=== dmem_arbiter ===
**src/rtl/dmem_arbiter_pkg.sv**
```systemverilog
// Shared types and widths for the DMEM arbiter: state encoding, op-code widths
// and a packed memory-op record.
package dmem_arbiter_pkg;

    localparam int DATA_W      = 32;
    localparam int MEM_WRITE_W = 2;
    localparam int MEM_READ_W  = 3;

    typedef enum logic [1:0] {
        DARB_IDLE  = 2'd0,
        DARB_D_ACC = 2'd1,
        DARB_D_RSP = 2'd2
    } darb_state_e;

    typedef struct packed {
        logic [MEM_WRITE_W-1:0] wr;
        logic [MEM_READ_W-1:0]  rd;
    } mem_op_t;

    // Op codes are only ever interpreted as zero / non-zero.
    function automatic logic op_active(input mem_op_t op);
        return (op.wr != '0) || (op.rd != '0);
    endfunction

endpackage

```
**src/rtl/dmem_arb_starve_ctr.sv**
```systemverilog
// Saturating counter of consecutive blocked debug cycles; full_o forces a
// debug grant. Only instantiated when DMEM_ARB_STARVE_EN is defined.
module dmem_arb_starve_ctr #(
    parameter int STARVE_LIMIT = 8
) (
    input  logic clk,
    input  logic rst_n,
    input  logic clr_i,
    input  logic inc_i,
    output logic full_o
);

    localparam int              CNT_W = $clog2(STARVE_LIMIT + 1);
    localparam logic [CNT_W-1:0] LIMIT = CNT_W'(STARVE_LIMIT);

    logic [CNT_W-1:0] cnt_q, cnt_d;

    // NOTE: combinational blocks assign every output a default first, so no
    // path through the if/case leaves a value unassigned and infers a latch.
    always_comb begin
        cnt_d = cnt_q;
        if (clr_i) begin
            cnt_d = '0;
        end else if (inc_i && (cnt_q != LIMIT)) begin
            cnt_d = cnt_q + CNT_W'(1);
        end
    end

    // NOTE: sequential state uses non-blocking assignments so every register
    // samples its inputs from before the edge, independent of block order.
    always_ff @(posedge clk or negedge rst_n) begin
        if (!rst_n) begin
            cnt_q <= '0;
        end else begin
            cnt_q <= cnt_d;
        end
    end

    assign full_o = (cnt_q == LIMIT);

endmodule

```
**src/rtl/dmem_arbiter.sv**
```systemverilog
// Shares the DMEM port between the MEM stage (zero-latency) and a debug/DMA
// requester (one exclusive slot). Optional starvation guard: DMEM_ARB_STARVE_EN.
module dmem_arbiter
    import dmem_arbiter_pkg::*;
#(
    parameter int DATA_WIDTH   = DATA_W,
    parameter int STARVE_LIMIT = 8
) (
    input  logic                   clk,
    input  logic                   rst_n,
    input  logic [DATA_WIDTH-1:0]  p_addr,
    input  logic [DATA_WIDTH-1:0]  p_wdata,
    input  logic [MEM_WRITE_W-1:0] p_mem_write,
    input  logic [MEM_READ_W-1:0]  p_mem_read,
    output logic [DATA_WIDTH-1:0]  p_rdata,
    output logic                   p_stall,
    input  logic                   d_req_valid,
    output logic                   d_req_ready,
    input  logic [DATA_WIDTH-1:0]  d_addr,
    input  logic [DATA_WIDTH-1:0]  d_wdata,
    input  logic [MEM_WRITE_W-1:0] d_mem_write,
    input  logic [MEM_READ_W-1:0]  d_mem_read,
    output logic                   d_rsp_valid,
    input  logic                   d_rsp_ready,
    output logic [DATA_WIDTH-1:0]  d_rsp_rdata,
    output logic [DATA_WIDTH-1:0]  m_addr,
    output logic [DATA_WIDTH-1:0]  m_wdata,
    output logic [MEM_WRITE_W-1:0] m_mem_write,
    output logic [MEM_READ_W-1:0]  m_mem_read,
    input  logic [DATA_WIDTH-1:0]  m_rdata
);

    darb_state_e           state_q, state_d;
    mem_op_t               p_op, d_op, req_op_q, req_op_d;
    logic [DATA_WIDTH-1:0] req_addr_q, req_addr_d;
    logic [DATA_WIDTH-1:0] req_wdata_q, req_wdata_d;
    logic [DATA_WIDTH-1:0] rsp_rdata_q, rsp_rdata_d;
    logic                  p_active, accept, starve_full;

    assign p_op     = '{wr: p_mem_write, rd: p_mem_read};
    assign d_op     = '{wr: d_mem_write, rd: d_mem_read};
    assign p_active = op_active(p_op);

    always_comb begin
        state_d     = state_q;
        req_op_d    = req_op_q;
        req_addr_d  = req_addr_q;
        req_wdata_d = req_wdata_q;
        rsp_rdata_d = rsp_rdata_q;
        m_addr      = p_addr;
        m_wdata     = p_wdata;
        m_mem_write = p_mem_write;
        m_mem_read  = p_mem_read;
        p_stall     = 1'b0;
        d_req_ready = 1'b0;
        d_rsp_valid = 1'b0;
        accept      = 1'b0;
        unique case (state_q)
            DARB_IDLE: begin
                // Ready is gated by rst_n so nothing is offered while in reset.
                d_req_ready = rst_n && (!p_active || starve_full);
                accept      = d_req_valid && d_req_ready;
                if (accept) begin
                    req_op_d    = d_op;
                    req_addr_d  = d_addr;
                    req_wdata_d = d_wdata;
                    state_d     = DARB_D_ACC;
                end
            end
            DARB_D_ACC: begin
                m_addr      = req_addr_q;
                m_wdata     = req_wdata_q;
                m_mem_write = req_op_q.wr;
                // A request carrying both ops is a store.
                m_mem_read  = (req_op_q.wr != '0) ? '0 : req_op_q.rd;
                p_stall     = p_active;
                if ((req_op_q.wr == '0) && (req_op_q.rd != '0)) begin
                    rsp_rdata_d = m_rdata;
                end else begin
                    rsp_rdata_d = '0;
                end
                state_d = DARB_D_RSP;
            end
            DARB_D_RSP: begin
                d_rsp_valid = 1'b1;
                if (d_rsp_ready) begin
                    state_d = DARB_IDLE;
                end
            end
            default: state_d = DARB_IDLE;
        endcase
    end

    always_ff @(posedge clk or negedge rst_n) begin
        if (!rst_n) begin
            state_q     <= DARB_IDLE;
            req_op_q    <= '0;
            req_addr_q  <= '0;
            req_wdata_q <= '0;
            rsp_rdata_q <= '0;
        end else begin
            state_q     <= state_d;
            req_op_q    <= req_op_d;
            req_addr_q  <= req_addr_d;
            req_wdata_q <= req_wdata_d;
            rsp_rdata_q <= rsp_rdata_d;
        end
    end

    assign p_rdata     = m_rdata;
    assign d_rsp_rdata = rsp_rdata_q;

`ifdef DMEM_ARB_STARVE_EN
    logic starve_clr;

    assign starve_clr = (state_q != DARB_IDLE) || !d_req_valid || accept;

    dmem_arb_starve_ctr #(
        .STARVE_LIMIT(STARVE_LIMIT)
    ) u_starve_ctr (
        .clk   (clk),
        .rst_n (rst_n),
        .clr_i (starve_clr),
        .inc_i (p_active),
        .full_o(starve_full)
    );
`else
    // Without the guard the pipeline always wins; the limit is unused.
    logic unused_starve_limit;

    assign starve_full         = 1'b0;
    assign unused_starve_limit = ^STARVE_LIMIT;
`endif

endmodule
```
**config.mk**
```make
export PLATFORM = sky130hd
export DESIGN_NAME = dmem_arbiter
export DESIGN_NICKNAME = d
export VERILOG_FILES = /design/src/rtl/dmem_arbiter_pkg.sv /design/src/rtl/dmem_arb_starve_ctr.sv /design/src/rtl/dmem_arbiter.sv
export SDC_FILE = /design/constraint.sdc
export NUM_CORES = 1
export LEC_CHECK = 0
export CORE_MARGIN = 2
export CORE_UTILIZATION = 39
export CTS_BUF_LIST = sky130_fd_sc_hd__clkbuf_2 sky130_fd_sc_hd__clkbuf_4 sky130_fd_sc_hd__clkbuf_8
export CTS_CLUSTER_SIZE = 14
export DETAILED_ROUTE_END_ITERATION = 10
export PLACE_DENSITY = 0.95
export SLEW_MARGIN = 5
export SYNTH_ARGS = -nofsm -noshare
export SYNTH_HDL_FRONTEND = slang
export SYNTH_HIERARCHICAL = 1
export SYNTH_SLANG_ARGS = --single-unit
```
**constraint.sdc**
```tcl
create_clock -name clk -period 1.9 [get_ports clk]
set_input_delay 0.38 -clock clk [delete_from_list [all_inputs] [get_ports clk]]
set_output_delay 0.38 -clock clk [all_outputs]
set_load 0.03 [all_outputs]
```
=== mips_multicycle_control ===
===== src/rtl/mips_multicycle_control.sv =====
// ============================================================================
//  Module      : mips_multicycle_control
//  Description : Moore sequencer and ALU decoder for a multicycle MIPS datapath
//                (lw, sw, R-type, beq, addi).
//  Revision    : 1.0 - initial release
// ============================================================================
`default_nettype none

module mips_multicycle_control #(
    parameter int STATE_W = 4
) (
    input  logic               clk,
    input  logic               reset,
    input  logic [5:0]         op,
    input  logic [5:0]         funct,
    input  logic               zero,
    output logic               PCen,
    output logic               IorD,
    output logic               MemWrite,
    output logic               IRWrite,
    output logic               RegDst,
    output logic               MemtoReg,
    output logic               RegWrite,
    output logic               ALUSrcA,
    output logic [1:0]         ALUSrcB,
    output logic               PCsrc,
    output logic [2:0]         ALUControl,
    output logic [STATE_W-1:0] state_o,
    output logic               illegal_o
);

    typedef enum logic [STATE_W-1:0] {
        S_FETCH    = 'd0,
        S_DECODE   = 'd1,
        S_MEMADR   = 'd2,
        S_MEMRD    = 'd3,
        S_MEMWB    = 'd4,
        S_MEMWR    = 'd5,
        S_EXECUTE  = 'd6,
        S_ALUWB    = 'd7,
        S_BRANCH   = 'd8,
        S_ADDIEXEC = 'd9,
        S_ADDIWB   = 'd10
    } state_t;

    localparam logic [5:0] C_OP_LW     = 6'b100011;
    localparam logic [5:0] C_OP_SW     = 6'b101011;
    localparam logic [5:0] C_OP_RTYPE  = 6'b000000;
    localparam logic [5:0] C_OP_BEQ    = 6'b000100;
    localparam logic [5:0] C_OP_ADDI   = 6'b001000;

    localparam logic [5:0] C_FN_ADD    = 6'b100000;
    localparam logic [5:0] C_FN_SUB    = 6'b100010;
    localparam logic [5:0] C_FN_AND    = 6'b100100;
    localparam logic [5:0] C_FN_OR     = 6'b100101;
    localparam logic [5:0] C_FN_SLT    = 6'b101010;

    localparam logic [2:0] C_ALU_ADD   = 3'b010;
    localparam logic [2:0] C_ALU_SUB   = 3'b110;
    localparam logic [2:0] C_ALU_AND   = 3'b000;
    localparam logic [2:0] C_ALU_OR    = 3'b001;
    localparam logic [2:0] C_ALU_SLT   = 3'b111;

    state_t     state_q;
    state_t     state_d;

    logic       w_pc_write;
    logic       w_branch;
    logic       w_mem_write;
    logic       w_ir_write;
    logic       w_reg_write;
    logic [2:0] w_alu_funct;

    always_ff @(posedge clk or posedge reset) begin
        if (reset) begin
            state_q <= S_FETCH;
        end else begin
            state_q <= state_d;
        end
    end

    always_comb begin
        w_alu_funct = C_ALU_ADD;
        case (funct)
            C_FN_ADD: w_alu_funct = C_ALU_ADD;
            C_FN_SUB: w_alu_funct = C_ALU_SUB;
            C_FN_AND: w_alu_funct = C_ALU_AND;
            C_FN_OR:  w_alu_funct = C_ALU_OR;
            C_FN_SLT: w_alu_funct = C_ALU_SLT;
            default:  w_alu_funct = C_ALU_ADD;
        endcase
    end

    always_comb begin
        state_d     = S_FETCH;
        w_pc_write  = 1'b0;
        w_branch    = 1'b0;
        w_mem_write = 1'b0;
        w_ir_write  = 1'b0;
        w_reg_write = 1'b0;
        IorD        = 1'b0;
        RegDst      = 1'b0;
        MemtoReg    = 1'b0;
        ALUSrcA     = 1'b0;
        ALUSrcB     = 2'b00;
        PCsrc       = 1'b0;
        ALUControl  = C_ALU_ADD;
        illegal_o   = 1'b0;

        case (state_q)
            S_FETCH: begin
                w_ir_write = 1'b1;
                w_pc_write = 1'b1;
                ALUSrcB    = 2'b01;
                state_d    = S_DECODE;
            end
            S_DECODE: begin
                // Speculatively form the branch target while the opcode is decoded
                ALUSrcB = 2'b11;
                case (op)
                    C_OP_LW, C_OP_SW: state_d = S_MEMADR;
                    C_OP_RTYPE:       state_d = S_EXECUTE;
                    C_OP_BEQ:         state_d = S_BRANCH;
                    C_OP_ADDI:        state_d = S_ADDIEXEC;
                    default: begin
                        illegal_o = 1'b1;
                        state_d   = S_FETCH;
                    end
                endcase
            end
            S_MEMADR: begin
                ALUSrcA = 1'b1;
                ALUSrcB = 2'b10;
                state_d = (op == C_OP_LW) ? S_MEMRD : S_MEMWR;
            end
            S_MEMRD: begin
                IorD    = 1'b1;
                state_d = S_MEMWB;
            end
            S_MEMWB: begin
                MemtoReg    = 1'b1;
                w_reg_write = 1'b1;
                state_d     = S_FETCH;
            end
            S_MEMWR: begin
                IorD        = 1'b1;
                w_mem_write = 1'b1;
                state_d     = S_FETCH;
            end
            S_EXECUTE: begin
                ALUSrcA    = 1'b1;
                ALUControl = w_alu_funct;
                state_d    = S_ALUWB;
            end
            S_ALUWB: begin
                RegDst      = 1'b1;
                w_reg_write = 1'b1;
                state_d     = S_FETCH;
            end
            S_BRANCH: begin
                ALUSrcA    = 1'b1;
                ALUControl = C_ALU_SUB;
                PCsrc      = 1'b1;
                w_branch   = 1'b1;
                state_d    = S_FETCH;
            end
            S_ADDIEXEC: begin
                ALUSrcA = 1'b1;
                ALUSrcB = 2'b10;
                state_d = S_ADDIWB;
            end
            S_ADDIWB: begin
                w_reg_write = 1'b1;
                state_d     = S_FETCH;
            end
            default: begin
                state_d = S_FETCH;
            end
        endcase
    end

    // Architectural write strobes are suppressed for the whole reset window
    assign PCen     = ~reset & (w_pc_write | (w_branch & zero));
    assign IRWrite  = ~reset & w_ir_write;
    assign MemWrite = ~reset & w_mem_write;
    assign RegWrite = ~reset & w_reg_write;
    assign state_o  = state_q;

endmodule

`default_nettype wire


===== config.mk =====
export PLATFORM = sky130hd
export DESIGN_NAME = mips_multicycle_control
export DESIGN_NICKNAME = d
export VERILOG_FILES = /design/src/rtl/mips_multicycle_control.sv
export SDC_FILE = /design/constraint.sdc
export NUM_CORES = 1
export LEC_CHECK = 0
export CAP_MARGIN = 20
export CORE_MARGIN = 10
export CORE_UTILIZATION = 33
export DETAILED_ROUTE_END_ITERATION = 16
export HOLD_SLACK_MARGIN = 0.03
export PLACE_DENSITY = 0.75
export SLEW_MARGIN = 20
export SYNTH_ARGS = -nofsm -noshare
export SYNTH_HDL_FRONTEND = slang
export SYNTH_SLANG_ARGS = --single-unit

===== constraint.sdc =====
create_clock -name clk -period 2.25 [get_ports clk]
set_input_delay 0.3375 -clock clk [delete_from_list [all_inputs] [get_ports clk]]
set_output_delay 0.3375 -clock clk [all_outputs]
set_load 0.05 [all_outputs]

==> dmem_arbiter/pinout.png <==
Scale: 4 px per µm. Pins as bars across the die edge, other pins in gray.
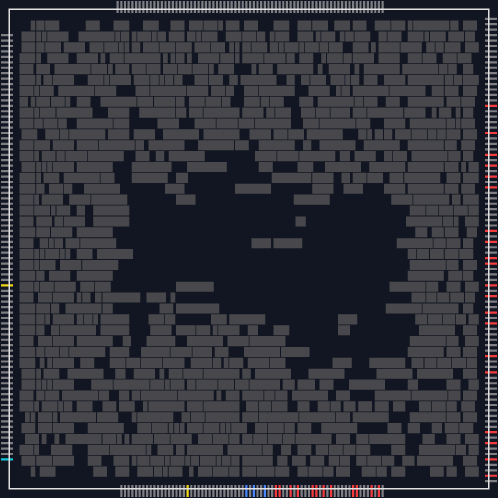
legend:
  blue:
    port: `p_mem_read`
    pins: 3
    direction: input
    edge: south
  cyan:
    port: `clk`
    pins: 1
    direction: input
    edge: west
  red:
    port: `m_rdata`
    pins: 32
    direction: input
    edge: 20 east, 12 south
  yellow:
    port: `d_mem_write`
    pins: 2
    direction: input
    edge: 1 south, 1 west
all pins by edge: 86 east, 79 west, 73 north, 72 south
die width: 119 µm
IO buf count: 309
die height: 119 µm

==> run summary, dmem_arbiter <==
Final WS setup = -0.120 ns
DRT iter0 DRCs = 225
Non-Filler Cell Area, Final = 9270 µm²
XOR/XNOR Area Share = 0%
number of I/O pins = 310
cell count listed in synth_stat.txt = 480
core area = 13100 µm²
Critical Path Sink Type = output port
Post-CTS Resized = 88
DP Cell Count = 918
setup violators final = 70
maximum root-to-sink buffer count = 2
tap cells = 176
Clock Network Area Fraction = 2.16%
area fraction in compound gates = 6.16%
Reg2Reg Capture Point = req_addr_q[14]$_DFFE_PN0P_
area leader, netlist = dfrtp_1
worst path required time = 1.52 ns
yosys simple share = 16.3%
pre-CTS setup slack = -0.269 ns
r2r setup slk = 0.03 ns
Top logic family = multiplexers
outcome = complete, but fails checks
Top class by area = non-clock buffers
failing checks = setup timing
dpl cell area = 8020 µm²
DIE AREA = 14300 µm²
==> dmem_arbiter: registers in the layout, indices dropped and copies added (netlist names) <==
| signal | count |
|---|---|
| req_addr_q | 32 |
| d_rsp_rdata | 32 |
| req_op_q | 5 |
| req_wdata_q | 32 |
| state_q | 2 |
==> dmem_arbiter: layer usage <==
layer	track usage (%)	share of wire (%)	vias up
li1	-	-	2141
met2	41.4	53	238
met1	25.5	37	2324
met5	0	0	-
met4	8.46	3.0	0
met3	5.13	7.0	43
==> dmem_arbiter: power by group <==
group	internal, mW	switching, mW
logic	0.900	0.656
registers	2.42	0.200
clock network	0.661	0.742
total	3.98	1.60
==> mips_multicycle_control/placed.png <==
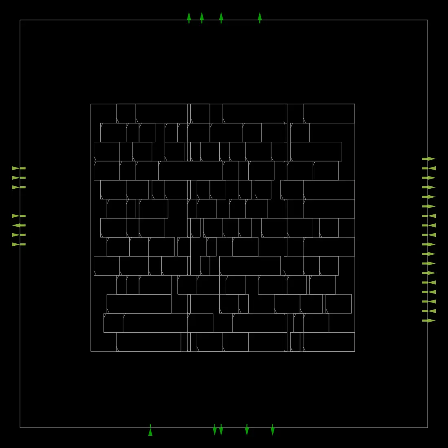
Core Util, Final: 74.5%
Rows: 13
core area: 1330 µm²

==> mips_multicycle_control/floorplan.png <==
Scale: 8 px per µm. Pins as bars on the die edge. Tap cells in gray.
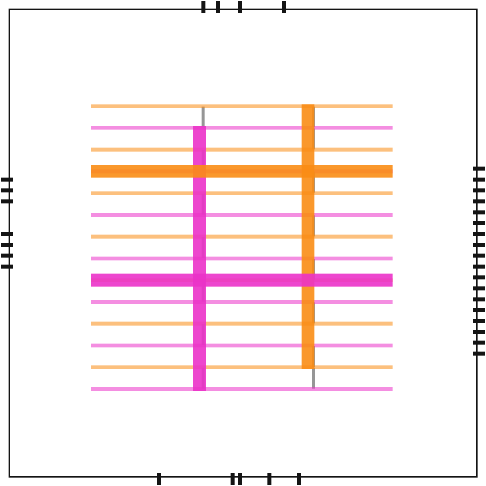
legend:
  magenta:
    net: VSS
  orange:
    net: VDD
met4 straps: 2
tap cells: 15
rows: 13

==> run summary, mips_multicycle_control <==
first-pass GRT wire length = 2.86 mm
ANT nets after route = 0
clock buf count = 3
tool warning count = 27
# fillers = 104
Commonest flop = dfrtp_1
fmax = 466 MHz
hold_ws = 0.514 ns
outcome = finished, final reports clean
dpl cell area = 971 µm²
total CTS buffers = 3
pre-CTS setup slack = 0.106 ns
hold-fix buffers at CTS = 0
n_diodes = 0
drt pass-1 iters = 4
CTS sink cnt = 4
maxcap violations = 0
CP bufs+invs = 2
Avg Synthesized Cell Area = 7.43 µm²
slew margin rel. = 65.4%
Clock Network Area Fraction = 2.27%
Final Cycle Share = 95.4%
Yosys Chip Area = 483 µm²
Root Driver = clkbuf_4
WL final = 1.74 mm
combinational gates = 53
gpl congestion = 0.734
top sig layer = met4
r2r setup slk = 0.48 ns
Critical Path Sink Type = output port
worst path required time = 1.91 ns
R2R depth = 3
largest net degree at the start of global routing = 11
vias in the first global route = 627
[mips_multicycle_control: report_power, final]
part           total [mW]  internal (mW)  leakage [nW]  switching [mW]
Clock              0.0884         0.0596        0.0138          0.0288
Combinational       0.654          0.270         0.352           0.385
Sequential          0.119         0.0869        0.0533          0.0319
Total               0.862          0.416         0.419           0.446
[mips_multicycle_control: metrics by stage]
step | cells | utilization (%)
2_1_floorplan | 65 | -
3_3_place_gp | 114 | 72.8
3_5_place_dp | 114 | 72.8
4_1_cts | 117 | 74.5
5_1_grt | 117 | 74.5
6_report | 117 | 74.5

==> screenshots <==
Metal layers overlaid.
Plate I
Scale: 6 px per µm. Two of the layers only.
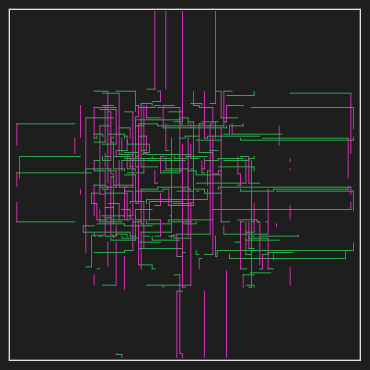
Plate II
Scale: 3 px per µm. Two of the layers only.
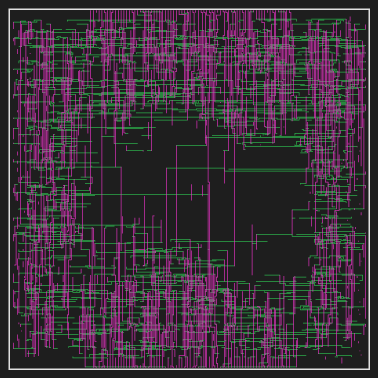
Plate II comes from dmem_arbiter.
Plate I comes from mips_multicycle_control.
Of these, largest die: Plate II
Of these, most wire: Plate II

Key to Plate II:
legend:
  green:
    layer: M1
    wire_length: 6840 µm
  magenta:
    layer: M2
    wire_length: 9640 µm


=== refill_mem_arbiter ===
==> refill_mem_arbiter/layers.png <==
Scale: 3 px per µm. Two of the layers only.
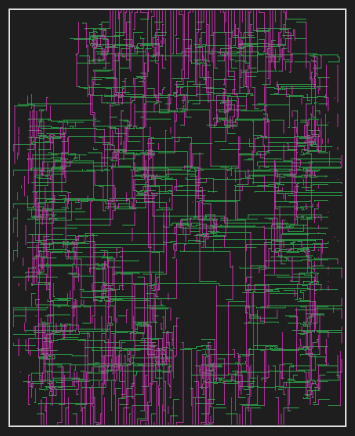

`config.mk`:
```
export PLATFORM = sky130hd
export DESIGN_NAME = refill_mem_arbiter
export DESIGN_NICKNAME = d
export VERILOG_FILES = /design/src/rtl/arb_pkg.sv /design/src/rtl/refill_word_counter.sv /design/src/rtl/refill_mem_arbiter.sv
export SDC_FILE = /design/constraint.sdc
export NUM_CORES = 1
export LEC_CHECK = 0
export ABC_CLOCK_PERIOD_IN_PS = 4730
export CAP_MARGIN = 25
export CORE_ASPECT_RATIO = 1.25
export CORE_MARGIN = 2
export CORE_UTILIZATION = 30
export CTS_CLUSTER_SIZE = 16
export DETAILED_ROUTE_END_ITERATION = 10
export GPL_ROUTABILITY_DRIVEN = 1
export GPL_TIMING_DRIVEN = 0
export PLACE_DENSITY_LB_ADDON = 0.12
export SLEW_MARGIN = 20
export SYNTH_ARGS = -nofsm -noshare
export SYNTH_HDL_FRONTEND = slang
export SYNTH_SLANG_ARGS = --single-unit
```
`constraint.sdc`:
```
create_clock -name Clk -period 4.73 [get_ports Clk]
set_input_delay 0.473 -clock Clk [delete_from_list [all_inputs] [get_ports Clk]]
set_output_delay 0.473 -clock Clk [all_outputs]
set_load 0.02 [all_outputs]
```
`src/rtl/arb_pkg.sv`:
```
// Shared definitions for the refill memory arbiter.
//   state_e : burst sequencer states
//   owner_e : which cache owns the transaction in flight
package arb_pkg;

  typedef enum logic [1:0] {
    IDLE    = 2'd0,
    RD_REQ  = 2'd1,
    RD_WAIT = 2'd2,
    WR_REQ  = 2'd3
  } state_e;

  typedef enum logic {
    OWN_I = 1'b0,
    OWN_D = 1'b1
  } owner_e;

endpackage : arb_pkg

```
`src/rtl/refill_word_counter.sv`:
```
// Word-within-line counter for refill bursts.
//   Clk, Rst : clock, synchronous active-high reset
//   clr      : restart at word 0 (new grant); wins over inc
//   inc      : advance to the next word
//   cnt      : current word index
//   last     : cnt is the final word of the line
module refill_word_counter #(
  parameter  int LINE_W = 4,
  localparam int LOG_L  = $clog2(LINE_W)
) (
  input  logic             Clk,
  input  logic             Rst,
  input  logic             clr,
  input  logic             inc,
  output logic [LOG_L-1:0] cnt,
  output logic             last
);

  // NOTE: Rst is tested inside the clocked block, so reset only acts on a rising edge.
  always_ff @(posedge Clk) begin
    if (Rst || clr) cnt <= '0;
    else if (inc)   cnt <= cnt + 1'b1;
  end

  assign last = (cnt == LOG_L'(LINE_W - 1));

endmodule : refill_word_counter

```
`src/rtl/refill_mem_arbiter.sv`:
```
// Arbitrates the single backing-memory port between I-cache line fills and
// D-cache line fills / single-word writes. Each fill is a burst of one-word
// reads with one word in flight; fill words are returned on a shared bus.
//   Clk, Rst                  : clock, synchronous active-high reset
//   i_i_req/i_i_addr          : I-cache line fill request (held until o_i_done)
//   i_d_req/i_d_we/i_d_addr/i_d_wdata : D-cache fill (we=0) or word write (we=1)
//   o_fill_data/o_fill_idx    : registered refill word and its index in the line
//   o_i_fill_vld/o_d_fill_vld : fill word valid for the owning cache
//   o_i_done/o_d_done         : one-cycle completion pulses
//   o_busy                    : a transaction is in progress (stall unit)
//   o_mem_*                   : memory request, held until i_mem_ack
//   i_mem_ack/i_mem_rvalid/i_mem_rdata : memory handshake and read data
module refill_mem_arbiter
  import arb_pkg::*;
#(
  parameter  int ADDR_W = 30,
  parameter  int DATA_W = 32,
  parameter  int LINE_W = 4,
  localparam int LOG_L  = $clog2(LINE_W)
) (
  input  logic              Clk,
  input  logic              Rst,
  input  logic              i_i_req,
  input  logic [ADDR_W-1:0] i_i_addr,
  input  logic              i_d_req,
  input  logic              i_d_we,
  input  logic [ADDR_W-1:0] i_d_addr,
  input  logic [DATA_W-1:0] i_d_wdata,
  output logic [DATA_W-1:0] o_fill_data,
  output logic [LOG_L-1:0]  o_fill_idx,
  output logic              o_i_fill_vld,
  output logic              o_d_fill_vld,
  output logic              o_i_done,
  output logic              o_d_done,
  output logic              o_busy,
  output logic              o_mem_req,
  output logic              o_mem_we,
  output logic [ADDR_W-1:0] o_mem_addr,
  output logic [DATA_W-1:0] o_mem_wdata,
  input  logic              i_mem_ack,
  input  logic              i_mem_rvalid,
  input  logic [DATA_W-1:0] i_mem_rdata
);

  // Clears the word-index bits to form the line base address.
  localparam logic [ADDR_W-1:0] BASE_MASK = ~ADDR_W'(LINE_W - 1);

  state_e state_q, state_d;
  owner_e own_q, own_d;
  logic   starve_q, starve_d;

  logic             cnt_clr, cnt_inc, cnt_last;
  logic [LOG_L-1:0] cnt;

  logic i_live, d_live, grant_i, grant_d;

  logic              mem_req_d, mem_we_d, busy_d;
  logic [ADDR_W-1:0] mem_addr_d;
  logic [DATA_W-1:0] mem_wdata_d, fill_data_d;
  logic [LOG_L-1:0]  fill_idx_d;
  logic              i_vld_d, d_vld_d, i_done_d, d_done_d;

  refill_word_counter #(.LINE_W(LINE_W)) u_cnt (
    .Clk  (Clk),
    .Rst  (Rst),
    .clr  (cnt_clr),
    .inc  (cnt_inc),
    .cnt  (cnt),
    .last (cnt_last)
  );

  // A requester still holds req while its done pulse is out; that stale
  // request must not start a second transaction.
  assign i_live  = i_i_req && !o_i_done;
  assign d_live  = i_d_req && !o_d_done;
  assign grant_i = (state_q == IDLE) && i_live && (!d_live || starve_q);
  assign grant_d = (state_q == IDLE) && d_live && !grant_i;

  // Next-state logic
  always_comb begin
    // NOTE: every signal gets a default before the case, so no path infers a latch.
    state_d  = state_q;
    own_d    = own_q;
    starve_d = starve_q;
    cnt_clr  = 1'b0;
    cnt_inc  = 1'b0;
    unique case (state_q)
      IDLE: begin
        if (grant_i) begin
          own_d    = OWN_I;
          starve_d = 1'b0;
          cnt_clr  = 1'b1;
          state_d  = RD_REQ;
        end else if (grant_d) begin
          own_d    = OWN_D;
          starve_d = i_live;  // I was passed over: it wins the next tie
          cnt_clr  = 1'b1;
          state_d  = i_d_we ? WR_REQ : RD_REQ;
        end
      end
      RD_REQ:  if (i_mem_ack) state_d = RD_WAIT;
      RD_WAIT: begin
        if (i_mem_rvalid) begin
          if (cnt_last) begin
            state_d = IDLE;
          end else begin
            cnt_inc = 1'b1;
            state_d = RD_REQ;
          end
        end
      end
      WR_REQ:  if (i_mem_ack) state_d = IDLE;
      default: state_d = IDLE;
    endcase
  end

  // Output logic: next values of the registered outputs
  always_comb begin
    mem_req_d   = (state_d == RD_REQ) || (state_d == WR_REQ);
    mem_we_d    = (state_d == WR_REQ);
    busy_d      = (state_d != IDLE);
    mem_addr_d  = o_mem_addr;
    mem_wdata_d = o_mem_wdata;
    fill_data_d = o_fill_data;
    fill_idx_d  = o_fill_idx;
    i_vld_d     = 1'b0;
    d_vld_d     = 1'b0;
    i_done_d    = 1'b0;
    d_done_d    = 1'b0;

    if (grant_d && i_d_we) begin
      mem_addr_d  = i_d_addr;
      mem_wdata_d = i_d_wdata;
    end else if (grant_i) begin
      mem_addr_d = i_i_addr & BASE_MASK;
    end else if (grant_d) begin
      mem_addr_d = i_d_addr & BASE_MASK;
    end else if (cnt_inc) begin
      // Base is line aligned, so the next word only touches the index bits.
      mem_addr_d[LOG_L-1:0] = cnt + 1'b1;
    end

    if ((state_q == RD_WAIT) && i_mem_rvalid) begin
      fill_data_d = i_mem_rdata;
      fill_idx_d  = cnt;
      i_vld_d     = (own_q == OWN_I);
      d_vld_d     = (own_q == OWN_D);
      i_done_d    = cnt_last && (own_q == OWN_I);
      d_done_d    = cnt_last && (own_q == OWN_D);
    end

    if ((state_q == WR_REQ) && i_mem_ack) d_done_d = 1'b1;
  end

  // State and output registers
  always_ff @(posedge Clk) begin
    // NOTE: non-blocking assignments so every flop samples pre-edge values.
    if (Rst) begin
      state_q      <= IDLE;
      own_q        <= OWN_I;
      starve_q     <= 1'b0;
      o_mem_req    <= 1'b0;
      o_mem_we     <= 1'b0;
      o_mem_addr   <= '0;
      o_mem_wdata  <= '0;
      o_fill_data  <= '0;
      o_fill_idx   <= '0;
      o_i_fill_vld <= 1'b0;
      o_d_fill_vld <= 1'b0;
      o_i_done     <= 1'b0;
      o_d_done     <= 1'b0;
      o_busy       <= 1'b0;
    end else begin
      state_q      <= state_d;
      own_q        <= own_d;
      starve_q     <= starve_d;
      o_mem_req    <= mem_req_d;
      o_mem_we     <= mem_we_d;
      o_mem_addr   <= mem_addr_d;
      o_mem_wdata  <= mem_wdata_d;
      o_fill_data  <= fill_data_d;
      o_fill_idx   <= fill_idx_d;
      o_i_fill_vld <= i_vld_d;
      o_d_fill_vld <= d_vld_d;
      o_i_done     <= i_done_d;
      o_d_done     <= d_done_d;
      o_busy       <= busy_d;
    end
  end

endmodule : refill_mem_arbiter

```
=== vector_sequencer ===
===== src/rtl/vector_sequencer.sv =====
`default_nettype none
// ============================================================================
//  Module   : vector_sequencer
//  Function : Queues packed vector instructions and issues them one at a time,
//             holding each on the processor inputs for its execution latency.
//  Revision : 1.0
// ============================================================================

module vector_sequencer #(
    parameter int DEPTH       = 4,
    parameter int LDST_CYCLES = 1,
    parameter int ADD_CYCLES  = 1,
    parameter int MUL_CYCLES  = 2
) (
    input  logic        clk,
    input  logic        rst,
    input  logic        instr_valid,
    output logic        instr_ready,
    input  logic [14:0] instr_data,
    output logic [1:0]  op_code,
    output logic [1:0]  reg_addr_to_write,
    output logic [1:0]  reg_addr_to_read,
    output logic [8:0]  mem_addr,
    output logic        busy,
    output logic        retire,
    output logic [15:0] retired_count
);

    localparam int C_PTR_W = $clog2(DEPTH);
    localparam int C_CNT_W = C_PTR_W + 1;

    localparam logic [7:0] C_LAT_LDST = 8'(LDST_CYCLES - 1);
    localparam logic [7:0] C_LAT_ADD  = 8'(ADD_CYCLES - 1);
    localparam logic [7:0] C_LAT_MUL  = 8'(MUL_CYCLES - 1);

    localparam logic [0:0] C_S_IDLE = 1'b0;
    localparam logic [0:0] C_S_EXEC = 1'b1;

    logic [14:0]        r_fifo [DEPTH];
    logic [C_PTR_W-1:0] r_wr_ptr;
    logic [C_PTR_W-1:0] r_rd_ptr;
    logic [C_CNT_W-1:0] r_count;

    logic [0:0]         r_state;
    logic [0:0]         w_state_nxt;
    logic [7:0]         r_cnt;

    logic [14:0]        w_head;
    logic [7:0]         w_head_lat;
    logic               w_empty;
    logic               w_push;
    logic               w_issue;
    logic               w_retire;
    logic               w_busy;

    // ------------------------------------------------------------------
    // Instruction FIFO. Readiness depends on registered occupancy only,
    // so a full FIFO stays not-ready even in a cycle that pops.
    // ------------------------------------------------------------------
    assign w_empty     = (r_count == '0);
    assign instr_ready = (r_count < C_CNT_W'(DEPTH));
    assign w_push      = instr_valid && instr_ready;
    assign w_head      = r_fifo[r_rd_ptr];

    always_ff @(posedge clk) begin
        if (w_push) begin
            r_fifo[r_wr_ptr] <= instr_data;
        end
    end

    always_ff @(posedge clk or negedge rst) begin
        if (!rst) begin
            r_wr_ptr <= '0;
            r_rd_ptr <= '0;
            r_count  <= '0;
        end else begin
            if (w_push) begin
                r_wr_ptr <= r_wr_ptr + C_PTR_W'(1);
            end
            if (w_issue) begin
                r_rd_ptr <= r_rd_ptr + C_PTR_W'(1);
            end
            case ({w_push, w_issue})
                2'b10:   r_count <= r_count + C_CNT_W'(1);
                2'b01:   r_count <= r_count - C_CNT_W'(1);
                default: r_count <= r_count;
            endcase
        end
    end

    always_comb begin
        w_head_lat = C_LAT_LDST;
        case (w_head[14:13])
            2'b10:   w_head_lat = C_LAT_ADD;
            2'b11:   w_head_lat = C_LAT_MUL;
            default: w_head_lat = C_LAT_LDST;
        endcase
    end

    // ------------------------------------------------------------------
    // Issue state machine
    // ------------------------------------------------------------------
    always_ff @(posedge clk or negedge rst) begin
        if (!rst) begin
            r_state <= C_S_IDLE;
        end else begin
            r_state <= w_state_nxt;
        end
    end

    always_comb begin
        w_state_nxt = r_state;
        case (r_state)
            C_S_IDLE: begin
                if (!w_empty) begin
                    w_state_nxt = C_S_EXEC;
                end
            end
            C_S_EXEC: begin
                if (r_cnt == 8'd0 && w_empty) begin
                    w_state_nxt = C_S_IDLE;
                end
            end
            default: w_state_nxt = C_S_IDLE;
        endcase
    end

    always_comb begin
        w_issue  = 1'b0;
        w_retire = 1'b0;
        w_busy   = !w_empty;
        case (r_state)
            C_S_IDLE: begin
                w_issue = !w_empty;
            end
            C_S_EXEC: begin
                w_retire = (r_cnt == 8'd0);
                w_issue  = (r_cnt == 8'd0) && !w_empty;
                w_busy   = 1'b1;
            end
            default: begin
                w_issue  = 1'b0;
                w_retire = 1'b0;
            end
        endcase
    end

    assign retire = w_retire;
    assign busy   = w_busy;

    // ------------------------------------------------------------------
    // Processor-facing registers. Outside an issue they simply hold, which
    // re-executes the last instruction harmlessly while idle.
    // ------------------------------------------------------------------
    always_ff @(posedge clk or negedge rst) begin
        if (!rst) begin
            op_code           <= '0;
            reg_addr_to_write <= '0;
            reg_addr_to_read  <= '0;
            mem_addr          <= '0;
            r_cnt             <= '0;
        end else if (w_issue) begin
            op_code           <= w_head[14:13];
            reg_addr_to_write <= w_head[12:11];
            reg_addr_to_read  <= w_head[10:9];
            mem_addr          <= w_head[8:0];
            r_cnt             <= w_head_lat;
        end else if (r_state == C_S_EXEC && r_cnt != 8'd0) begin
            r_cnt <= r_cnt - 8'd1;
        end
    end

    always_ff @(posedge clk or negedge rst) begin
        if (!rst) begin
            retired_count <= '0;
        end else if (w_retire) begin
            retired_count <= retired_count + 16'd1;
        end
    end

endmodule

`default_nettype wire

===== config.mk =====
export PLATFORM = sky130hd
export DESIGN_NAME = vector_sequencer
export DESIGN_NICKNAME = d
export VERILOG_FILES = /design/src/rtl/vector_sequencer.sv
export SDC_FILE = /design/constraint.sdc
export NUM_CORES = 1
export LEC_CHECK = 0
export CAP_MARGIN = 20
export CORE_ASPECT_RATIO = 0.8
export CORE_MARGIN = 8
export CORE_UTILIZATION = 55
export CTS_CLUSTER_SIZE = 24
export DETAILED_ROUTE_END_ITERATION = 12
export PLACE_DENSITY = 0.79
export SYNTH_ARGS = -nofsm -noshare
export SYNTH_HDL_FRONTEND = slang
export SYNTH_SLANG_ARGS = --single-unit
export TNS_END_PERCENT = 5

===== constraint.sdc =====
create_clock -name clk -period 3 [get_ports clk]
set_input_delay 0.6 -clock clk [delete_from_list [all_inputs] [get_ports clk]]
set_output_delay 0.6 -clock clk [all_outputs]
set_load 0.01 [all_outputs]

=== mem_store_buffer ===
### src/rtl/mem_store_buffer_pkg.sv
// mem_store_buffer_pkg: shared constants, drain state and FIFO entry type for the store buffer
package mem_store_buffer_pkg;
  localparam int SB_DEPTH = 4;
  localparam int SB_ADDR_W = 8;
  localparam int SB_DATA_W = 8;
  localparam int SB_MEM_WORDS = 32;
  typedef enum logic [1:0] {IDLE, SETUP, STROBE} drain_state_t;
  typedef struct packed {
    logic [SB_ADDR_W-1:0] addr;
    logic [SB_DATA_W-1:0] data;
  } sb_entry_t;
endpackage

### src/rtl/sb_fwd_match.sv
// sb_fwd_match: youngest-match search over pending store entries, oldest to youngest from head
module sb_fwd_match
  import mem_store_buffer_pkg::*;
#(
  parameter int DEPTH = SB_DEPTH
) (
  input  sb_entry_t                  entries [DEPTH],
  input  logic [$clog2(DEPTH)-1:0]   head,
  input  logic [$clog2(DEPTH):0]     count,
  input  logic [SB_ADDR_W-1:0]       addr,
  output logic                       hit,
  output logic [SB_DATA_W-1:0]       data
);
  localparam int PW = $clog2(DEPTH);
  // later (younger) matches overwrite earlier ones
  always_comb begin
    hit = 1'b0;
    data = '0;
    for (int i = 0; i < DEPTH; i++) begin
      if ((PW+1)'(i) < count && entries[head + PW'(i)].addr == addr) begin
        hit = 1'b1;
        data = entries[head + PW'(i)].data;
      end
    end
  end
endmodule

### src/rtl/mem_store_buffer.sv
// mem_store_buffer: store FIFO with two-cycle drain to DataMemory and forwarded one-cycle loads
module mem_store_buffer
  import mem_store_buffer_pkg::*;
#(
  parameter int DEPTH = SB_DEPTH,
  parameter int ADDR_W = SB_ADDR_W,
  parameter int DATA_W = SB_DATA_W,
  parameter int MEM_WORDS = SB_MEM_WORDS
) (
  input  logic              clk,
  input  logic              reset,
  input  logic              req_valid,
  input  logic              req_write,
  input  logic [ADDR_W-1:0] req_addr,
  input  logic [DATA_W-1:0] req_wdata,
  output logic              req_ready,
  output logic              rsp_valid,
  output logic [DATA_W-1:0] rsp_rdata,
  output logic              addr_err,
  output logic              sb_empty,
  output logic [ADDR_W-1:0] mem_Address,
  output logic [DATA_W-1:0] mem_WriteData,
  output logic              mem_MemRead,
  output logic              mem_MemWrite,
  input  logic [DATA_W-1:0] mem_ReadData
);
  localparam int PW = $clog2(DEPTH);
  sb_entry_t     fifo [DEPTH];
  sb_entry_t     head_entry;
  logic [PW-1:0] head, tail;
  logic [PW:0]   count;
  drain_state_t  state;
  logic          full, in_range, drain, load_acc, store_acc, push, pop, hit;
  logic [DATA_W-1:0] fwd_data;
  assign full = count == (PW+1)'(DEPTH);
  assign in_range = 32'(req_addr) < MEM_WORDS;
  assign drain = state != IDLE;
  assign pop = state == STROBE;
  assign req_ready = req_write ? (!full || pop) : (state == IDLE && !full);
  assign load_acc = req_valid && !req_write && req_ready;
  assign store_acc = req_valid && req_write && req_ready;
  assign push = store_acc && in_range;
  assign head_entry = fifo[head];
  assign sb_empty = count == '0 && state == IDLE;
  // strobes are gated by reset so a strobe in progress is dropped immediately
  assign mem_Address = drain ? head_entry.addr : load_acc ? req_addr : '0;
  assign mem_WriteData = drain ? head_entry.data : '0;
  assign mem_MemRead = reset && load_acc;
  assign mem_MemWrite = reset && pop;
  sb_fwd_match #(.DEPTH(DEPTH)) u_fwd (
    .entries(fifo),
    .head(head),
    .count(count),
    .addr(req_addr),
    .hit(hit),
    .data(fwd_data)
  );
  always_ff @(posedge clk) begin
    if (!reset) begin
      head <= '0;
      tail <= '0;
      count <= '0;
      state <= IDLE;
      rsp_valid <= 1'b0;
      rsp_rdata <= '0;
      addr_err <= 1'b0;
    end else begin
      if (push) begin
        fifo[tail] <= {req_addr, req_wdata};
        tail <= tail + PW'(1);
      end
      if (pop) head <= head + PW'(1);
      count <= count + (PW+1)'(push) - (PW+1)'(pop);
      state <= state == IDLE ? ((count != '0 && !load_acc) ? SETUP : IDLE) :
               state == SETUP ? STROBE : IDLE;
      rsp_valid <= load_acc;
      if (load_acc) rsp_rdata <= !in_range ? '0 : hit ? fwd_data : mem_ReadData;
      addr_err <= req_valid && req_ready && !in_range;
    end
  end
endmodule

### config.mk
export PLATFORM = sky130hd
export DESIGN_NAME = mem_store_buffer
export DESIGN_NICKNAME = d
export VERILOG_FILES = /design/src/rtl/mem_store_buffer_pkg.sv /design/src/rtl/sb_fwd_match.sv /design/src/rtl/mem_store_buffer.sv
export SDC_FILE = /design/constraint.sdc
export NUM_CORES = 1
export LEC_CHECK = 0
export CORE_ASPECT_RATIO = 0.8
export CORE_MARGIN = 1.5
export CORE_UTILIZATION = 35
export CTS_CLUSTER_DIAMETER = 100
export DETAILED_ROUTE_END_ITERATION = 8
export PLACE_DENSITY_LB_ADDON = 0.05
export SETUP_SLACK_MARGIN = 0.02
export SLEW_MARGIN = 30
export SYNTH_ARGS = -nofsm -noshare
export SYNTH_HDL_FRONTEND = slang
export SYNTH_SLANG_ARGS = --single-unit
### constraint.sdc
create_clock -name clk -period 3.8 [get_ports clk]
set_input_delay 0.57 -clock clk [delete_from_list [all_inputs] [get_ports clk]]
set_output_delay 0.57 -clock clk [all_outputs]
set_load 0.02 [all_outputs]
==> mem_store_buffer/placed.png <==
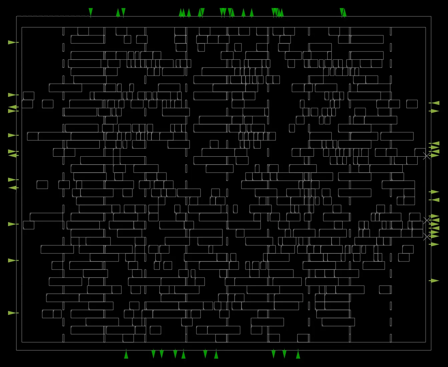
sequential share of cell area: 36.7%
Core Util, Final: 43.5%
Rows: 39

==> mem_store_buffer/layers.png <==
Scale: 3 px per µm. Two of the layers only.
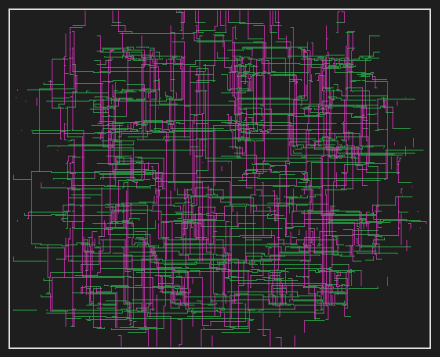
legend:
  magenta:
    layer: M2
    wire_length: 5500 µm
  green:
    layer: M1
    wire_length: 6180 µm

==> run summary, mem_store_buffer <==
drt pass-1 iters = 8
hold-fix buffers at CTS = 0
hold depth = 1
DRT iter0 DRCs = 181
leakage power = 2.04 nW
DRC viols = 3
failing checks = DRC
area fraction in compound gates = 9.28%
n_diodes = 0
die width = 140 µm
Final Cycle Share = 85.8%
metal3 WL = 726 µm
core area = 14400 µm²
outcome = complete, but fails checks
slew margin rel. = 52.7%
Syn-to-layout area delta = 20.0%
fmax = 307 MHz
Worst Setup SP = head[0]$_SDFFE_PN0P_
Crit path depth = 5
-- mem_store_buffer: layout by cell type, fill, tap and decap left out, types with 7 or more instances in the layout --
cell type         n
nand2_1          24
clkbuf_16         9
or2_2             9
mux2_2           16
inv_1            19
mux4_2           23
o31ai_2           7
mux2_1            7
xnor2_1          32
mux2i_1          21
mux4_1            7
o22ai_1           8
dfxtp_1          17
a22o_1            8
buf_4            16
clkdlybuf4s50_1  57
a211oi_1          9
a21oi_1          33
and2_1           16
edfxtp_1         64
nor2_1           43
ha_1              8
==> refill_mem_arbiter/closeup.png <==
Window x 36 to 76, y 49 to 89 µm. Cells in gray, sequential cells in the stronger gray; small squares are vias.
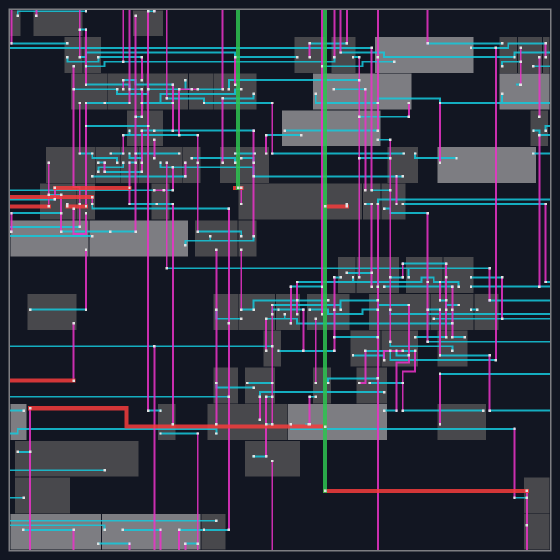
legend:
  cyan:
    layer: M1
  green:
    layer: M4
  red:
    layer: M3
  magenta:
    layer: M2
most frequent: dfxtp_1 (10), nor2_1 (7), buf_2 (5)
netlist names of flops here include: `o_mem_addr` (2)
cells with their middle in the window: 69
sequential cells in the window: 10

==> refill_mem_arbiter/pinout.png <==
Scale: 3 px per µm. Pins as bars across the die edge, other pins in gray.
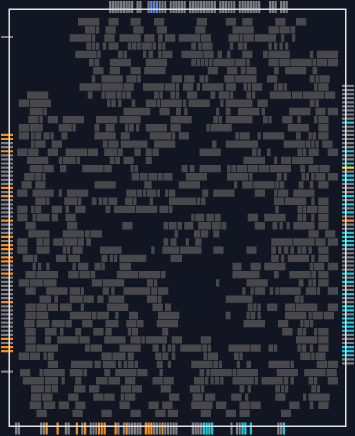
legend:
  yellow:
    port: `o_i_done`
    pins: 1
    direction: output
    edge: east
  blue:
    port: `o_fill_idx`
    pins: 2
    direction: output
    edge: north
  cyan:
    port: `o_mem_wdata`
    pins: 32
    direction: output
    edge: 24 east, 8 south
  orange:
    port: `i_d_addr`
    pins: 30
    direction: input
    edge: 16 west, 13 south, 1 east
all pins by edge: 69 east, 56 west, 55 south, 54 north

About refill_mem_arbiter/layers.png:
legend:
  magenta:
    layer: M2
    wire_length: 6870 µm
  green:
    layer: M1
    wire_length: 5800 µm
Vias: 4497
wire length per cell: 15.2 µm
WL final: 14.2 mm
Total Routing Usage GR: 17.9%

==> run summary, refill_mem_arbiter <==
outcome = finished, final reports clean
Final nets = 887
worst-path cell chain = clkdlybuf4s50_1 > nor2b_1 > nor2_1 > buf_2 > nor4_1 > nor4_2
core area = 14300 µm²
Final Cycle Share = 45.9%
wire length on met2 = 6.87 mm
Core Util, Final = 50.2%
first-pass GRT wire length = 22.7 mm
GRT met3 Usage = 6.08%
Storage cell area = 2180 µm²
Gate Area = 1940 µm²
drt pass-1 iters = 4
Adders+Majority by Area = 0.288%
IO buf count = 230
Latency at later pin = 0.35 ns
CTS tree = done
Clk pwr share = 30.2%
fmax = 461 MHz
VDD IR max = 0.000173 V
Clock Skews = 0.00733 ns
refill_mem_arbiter: layout make-up:
cell class / instances / area share (%)
timing repair buffer: 230 / 32.1
clock buffer: 9 / 3.14
multi-input combinational: 363 / 27.0
clock inverter: 6 / 1.01
sequential: 109 / 30.4
tap: 178 / 3.11
inverter: 1 / 0.0524
buffer: 41 / 3.09
refill_mem_arbiter: power by group through the flow:
stage	registers, mW	clock network (mW)	logic, mW
after floorplan	1.17	0	0.279
after global placement	1.07	0	0.717
after detailed placement	1.07	0	0.726
after CTS	1.05	0.794	0.730
after global routing	1.06	0.821	0.779
final	1.05	0.767	0.721
==> vector_sequencer/pinout.png <==
Scale: 4 px per µm. Pins as bars across the die edge, other pins in gray.
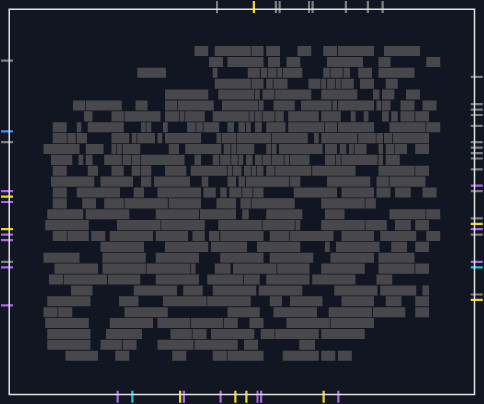
legend:
  cyan:
    port: `reg_addr_to_read`
    pins: 2
    direction: output
    edge: 1 south, 1 east
  blue:
    port: `instr_ready`
    pins: 1
    direction: output
    edge: west
  purple:
    port: `instr_data`
    pins: 15
    direction: input
    edge: 6 south, 6 west, 3 east
  yellow:
    port: `mem_addr`
    pins: 9
    direction: output
    edge: 4 south, 2 east, 2 west, 1 north
all pins by edge: 20 east, 12 west, 11 south, 9 north
die height: 95.9 µm
die width: 116 µm
IO buf count: 51

==> vector_sequencer/closeup.png <==
Window x 38 to 78, y 28 to 68 µm. Cells in gray, sequential cells in the stronger gray; small squares are vias.
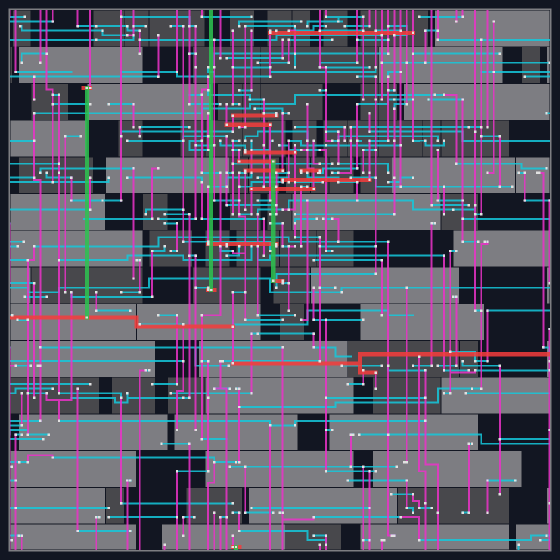
legend:
  cyan:
    layer: M1
  magenta:
    layer: M2
  green:
    layer: M4
  red:
    layer: M3
sequential cells in the window: 31
cells with their middle in the window: 91
netlist names of flops here include: `r_fifo` (20), `r_cnt` (5), `mem_addr` (2)
most frequent: edfxtp_1 (20), dfrtp_1 (11), nand3_1 (6)

==> run summary, vector_sequencer <==
registers = 107
pre-CTS setup slack = 0.362 ns
CTS tree = done
via density per instance = 5.38
combinational power = 1.39 mW
largest reg by FF count = r_fifo
outcome = finished, final reports clean
area leader, netlist = edfxtp_1
tool warning count = 29
Comb area share = 25.2%
r2r setup slk = 0.28 ns
Clk pwr share = 19.1%
setup TNS = 0 ns
Final WS setup = 0.142 ns
maximum root-to-sink buffer count = 2
most frequent logic cells in the routed design = edfxtp_1 (60), clkdlybuf4s50_1 (50), dfrtp_1 (47)
Crit path top cell by count = inv_1
setup violators final = 0
CP bufs+invs = 3
grt ovf = 0
worst path required time = 2.40 ns
CP top delay family = buffers and inverters
Max Transition Viols Final = 0
Reg2Reg Capture Point = r_count[2]$_DFFE_PN0P_
Yosys Chip Area = 4390 µm²
Critical Path Sink Type = output port
Cell Type Count = 39
Post-CTS Resized = 0
initial antenna violation count = 0
sequential share of cell area = 56.5%
critical path class = reg -> out
number of I/O pins = 52
nonclk buf count = 62
Comb pwr share = 31.3%
Final Non-Filler Cells = 445
Synth Seq Share = 67.8%
top area contributor share = 41.0%
WL final = 7.77 mm
drt pass-1 iters = 4
Tot Pwr = 4.45 mW
n_diodes = 0
synthesized netlist cell count = 267
worst-path cell chain = inv_1 > ha_1 > nor4b_4 > nand2_1 > inv_1 > clkdlybuf4s50_1
Psw = 1.35 mW
-- vector_sequencer: worst register-to-register path, delay by kind of cell (launching register included) --
family / cells / cell delay, ns
flops: 1 / 0.42
simple gates: 3 / 0.49
fa+ha+maj: 3 / 0.79
compound gates: 1 / 0.28
xor+xnor: 2 / 0.28
buf+inv: 4 / 0.40
-- vector_sequencer: per-layer routing --
layer  vias to the layer above  track usage [%]
met5                         -                0
met4                         0             6.24
met3                        11             4.83
met2                        83             24.3
met1                      1183             20.3
li1                       1116                -

## Gallery

Signal wires on met2.
Scale: 3 px per µm.
panel A
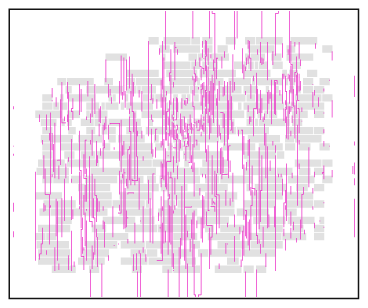
panel B
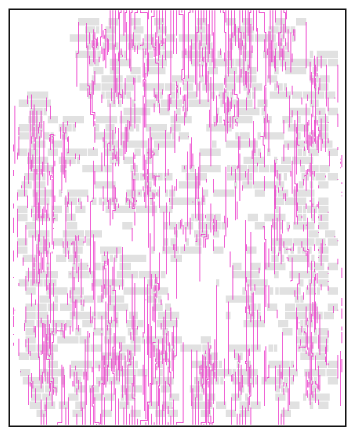
panel C
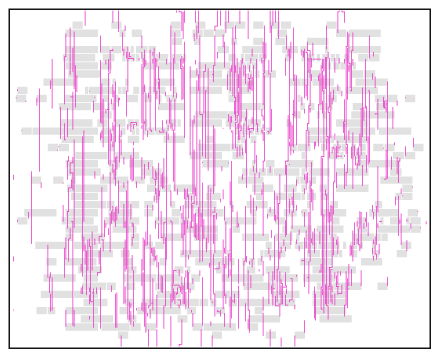
- smallest die: panel A
| picture | from |
|---|---|
| panel B | refill_mem_arbiter |
| panel C | mem_store_buffer |
| panel A | vector_sequencer |

Key to panel B:
share of all routed wire: 48%
longest straight run: 41.5 µm
wire length on this layer: 6870 µm
nets with wire on the layer: 762



==> gallery <==
Placed standard cells.
image #1
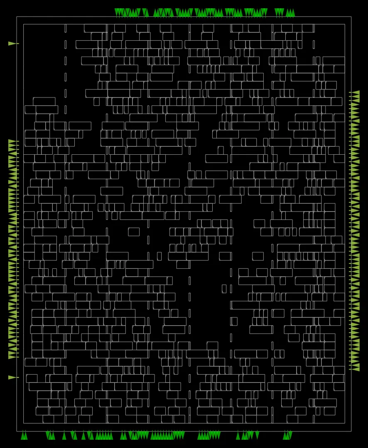
image #2
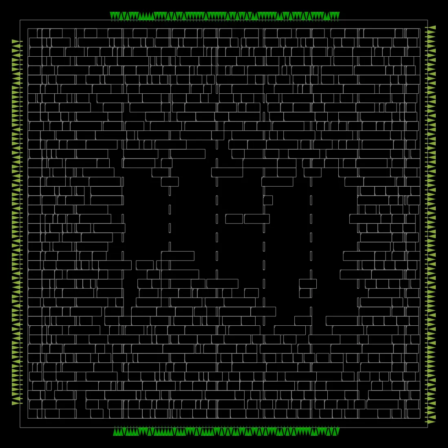
image #3
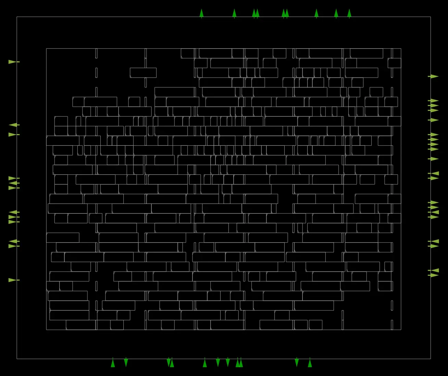
Image #2 is dmem_arbiter.
Image #1 is refill_mem_arbiter.
Image #3 is vector_sequencer.

Power and IR drop assume default switching activity.
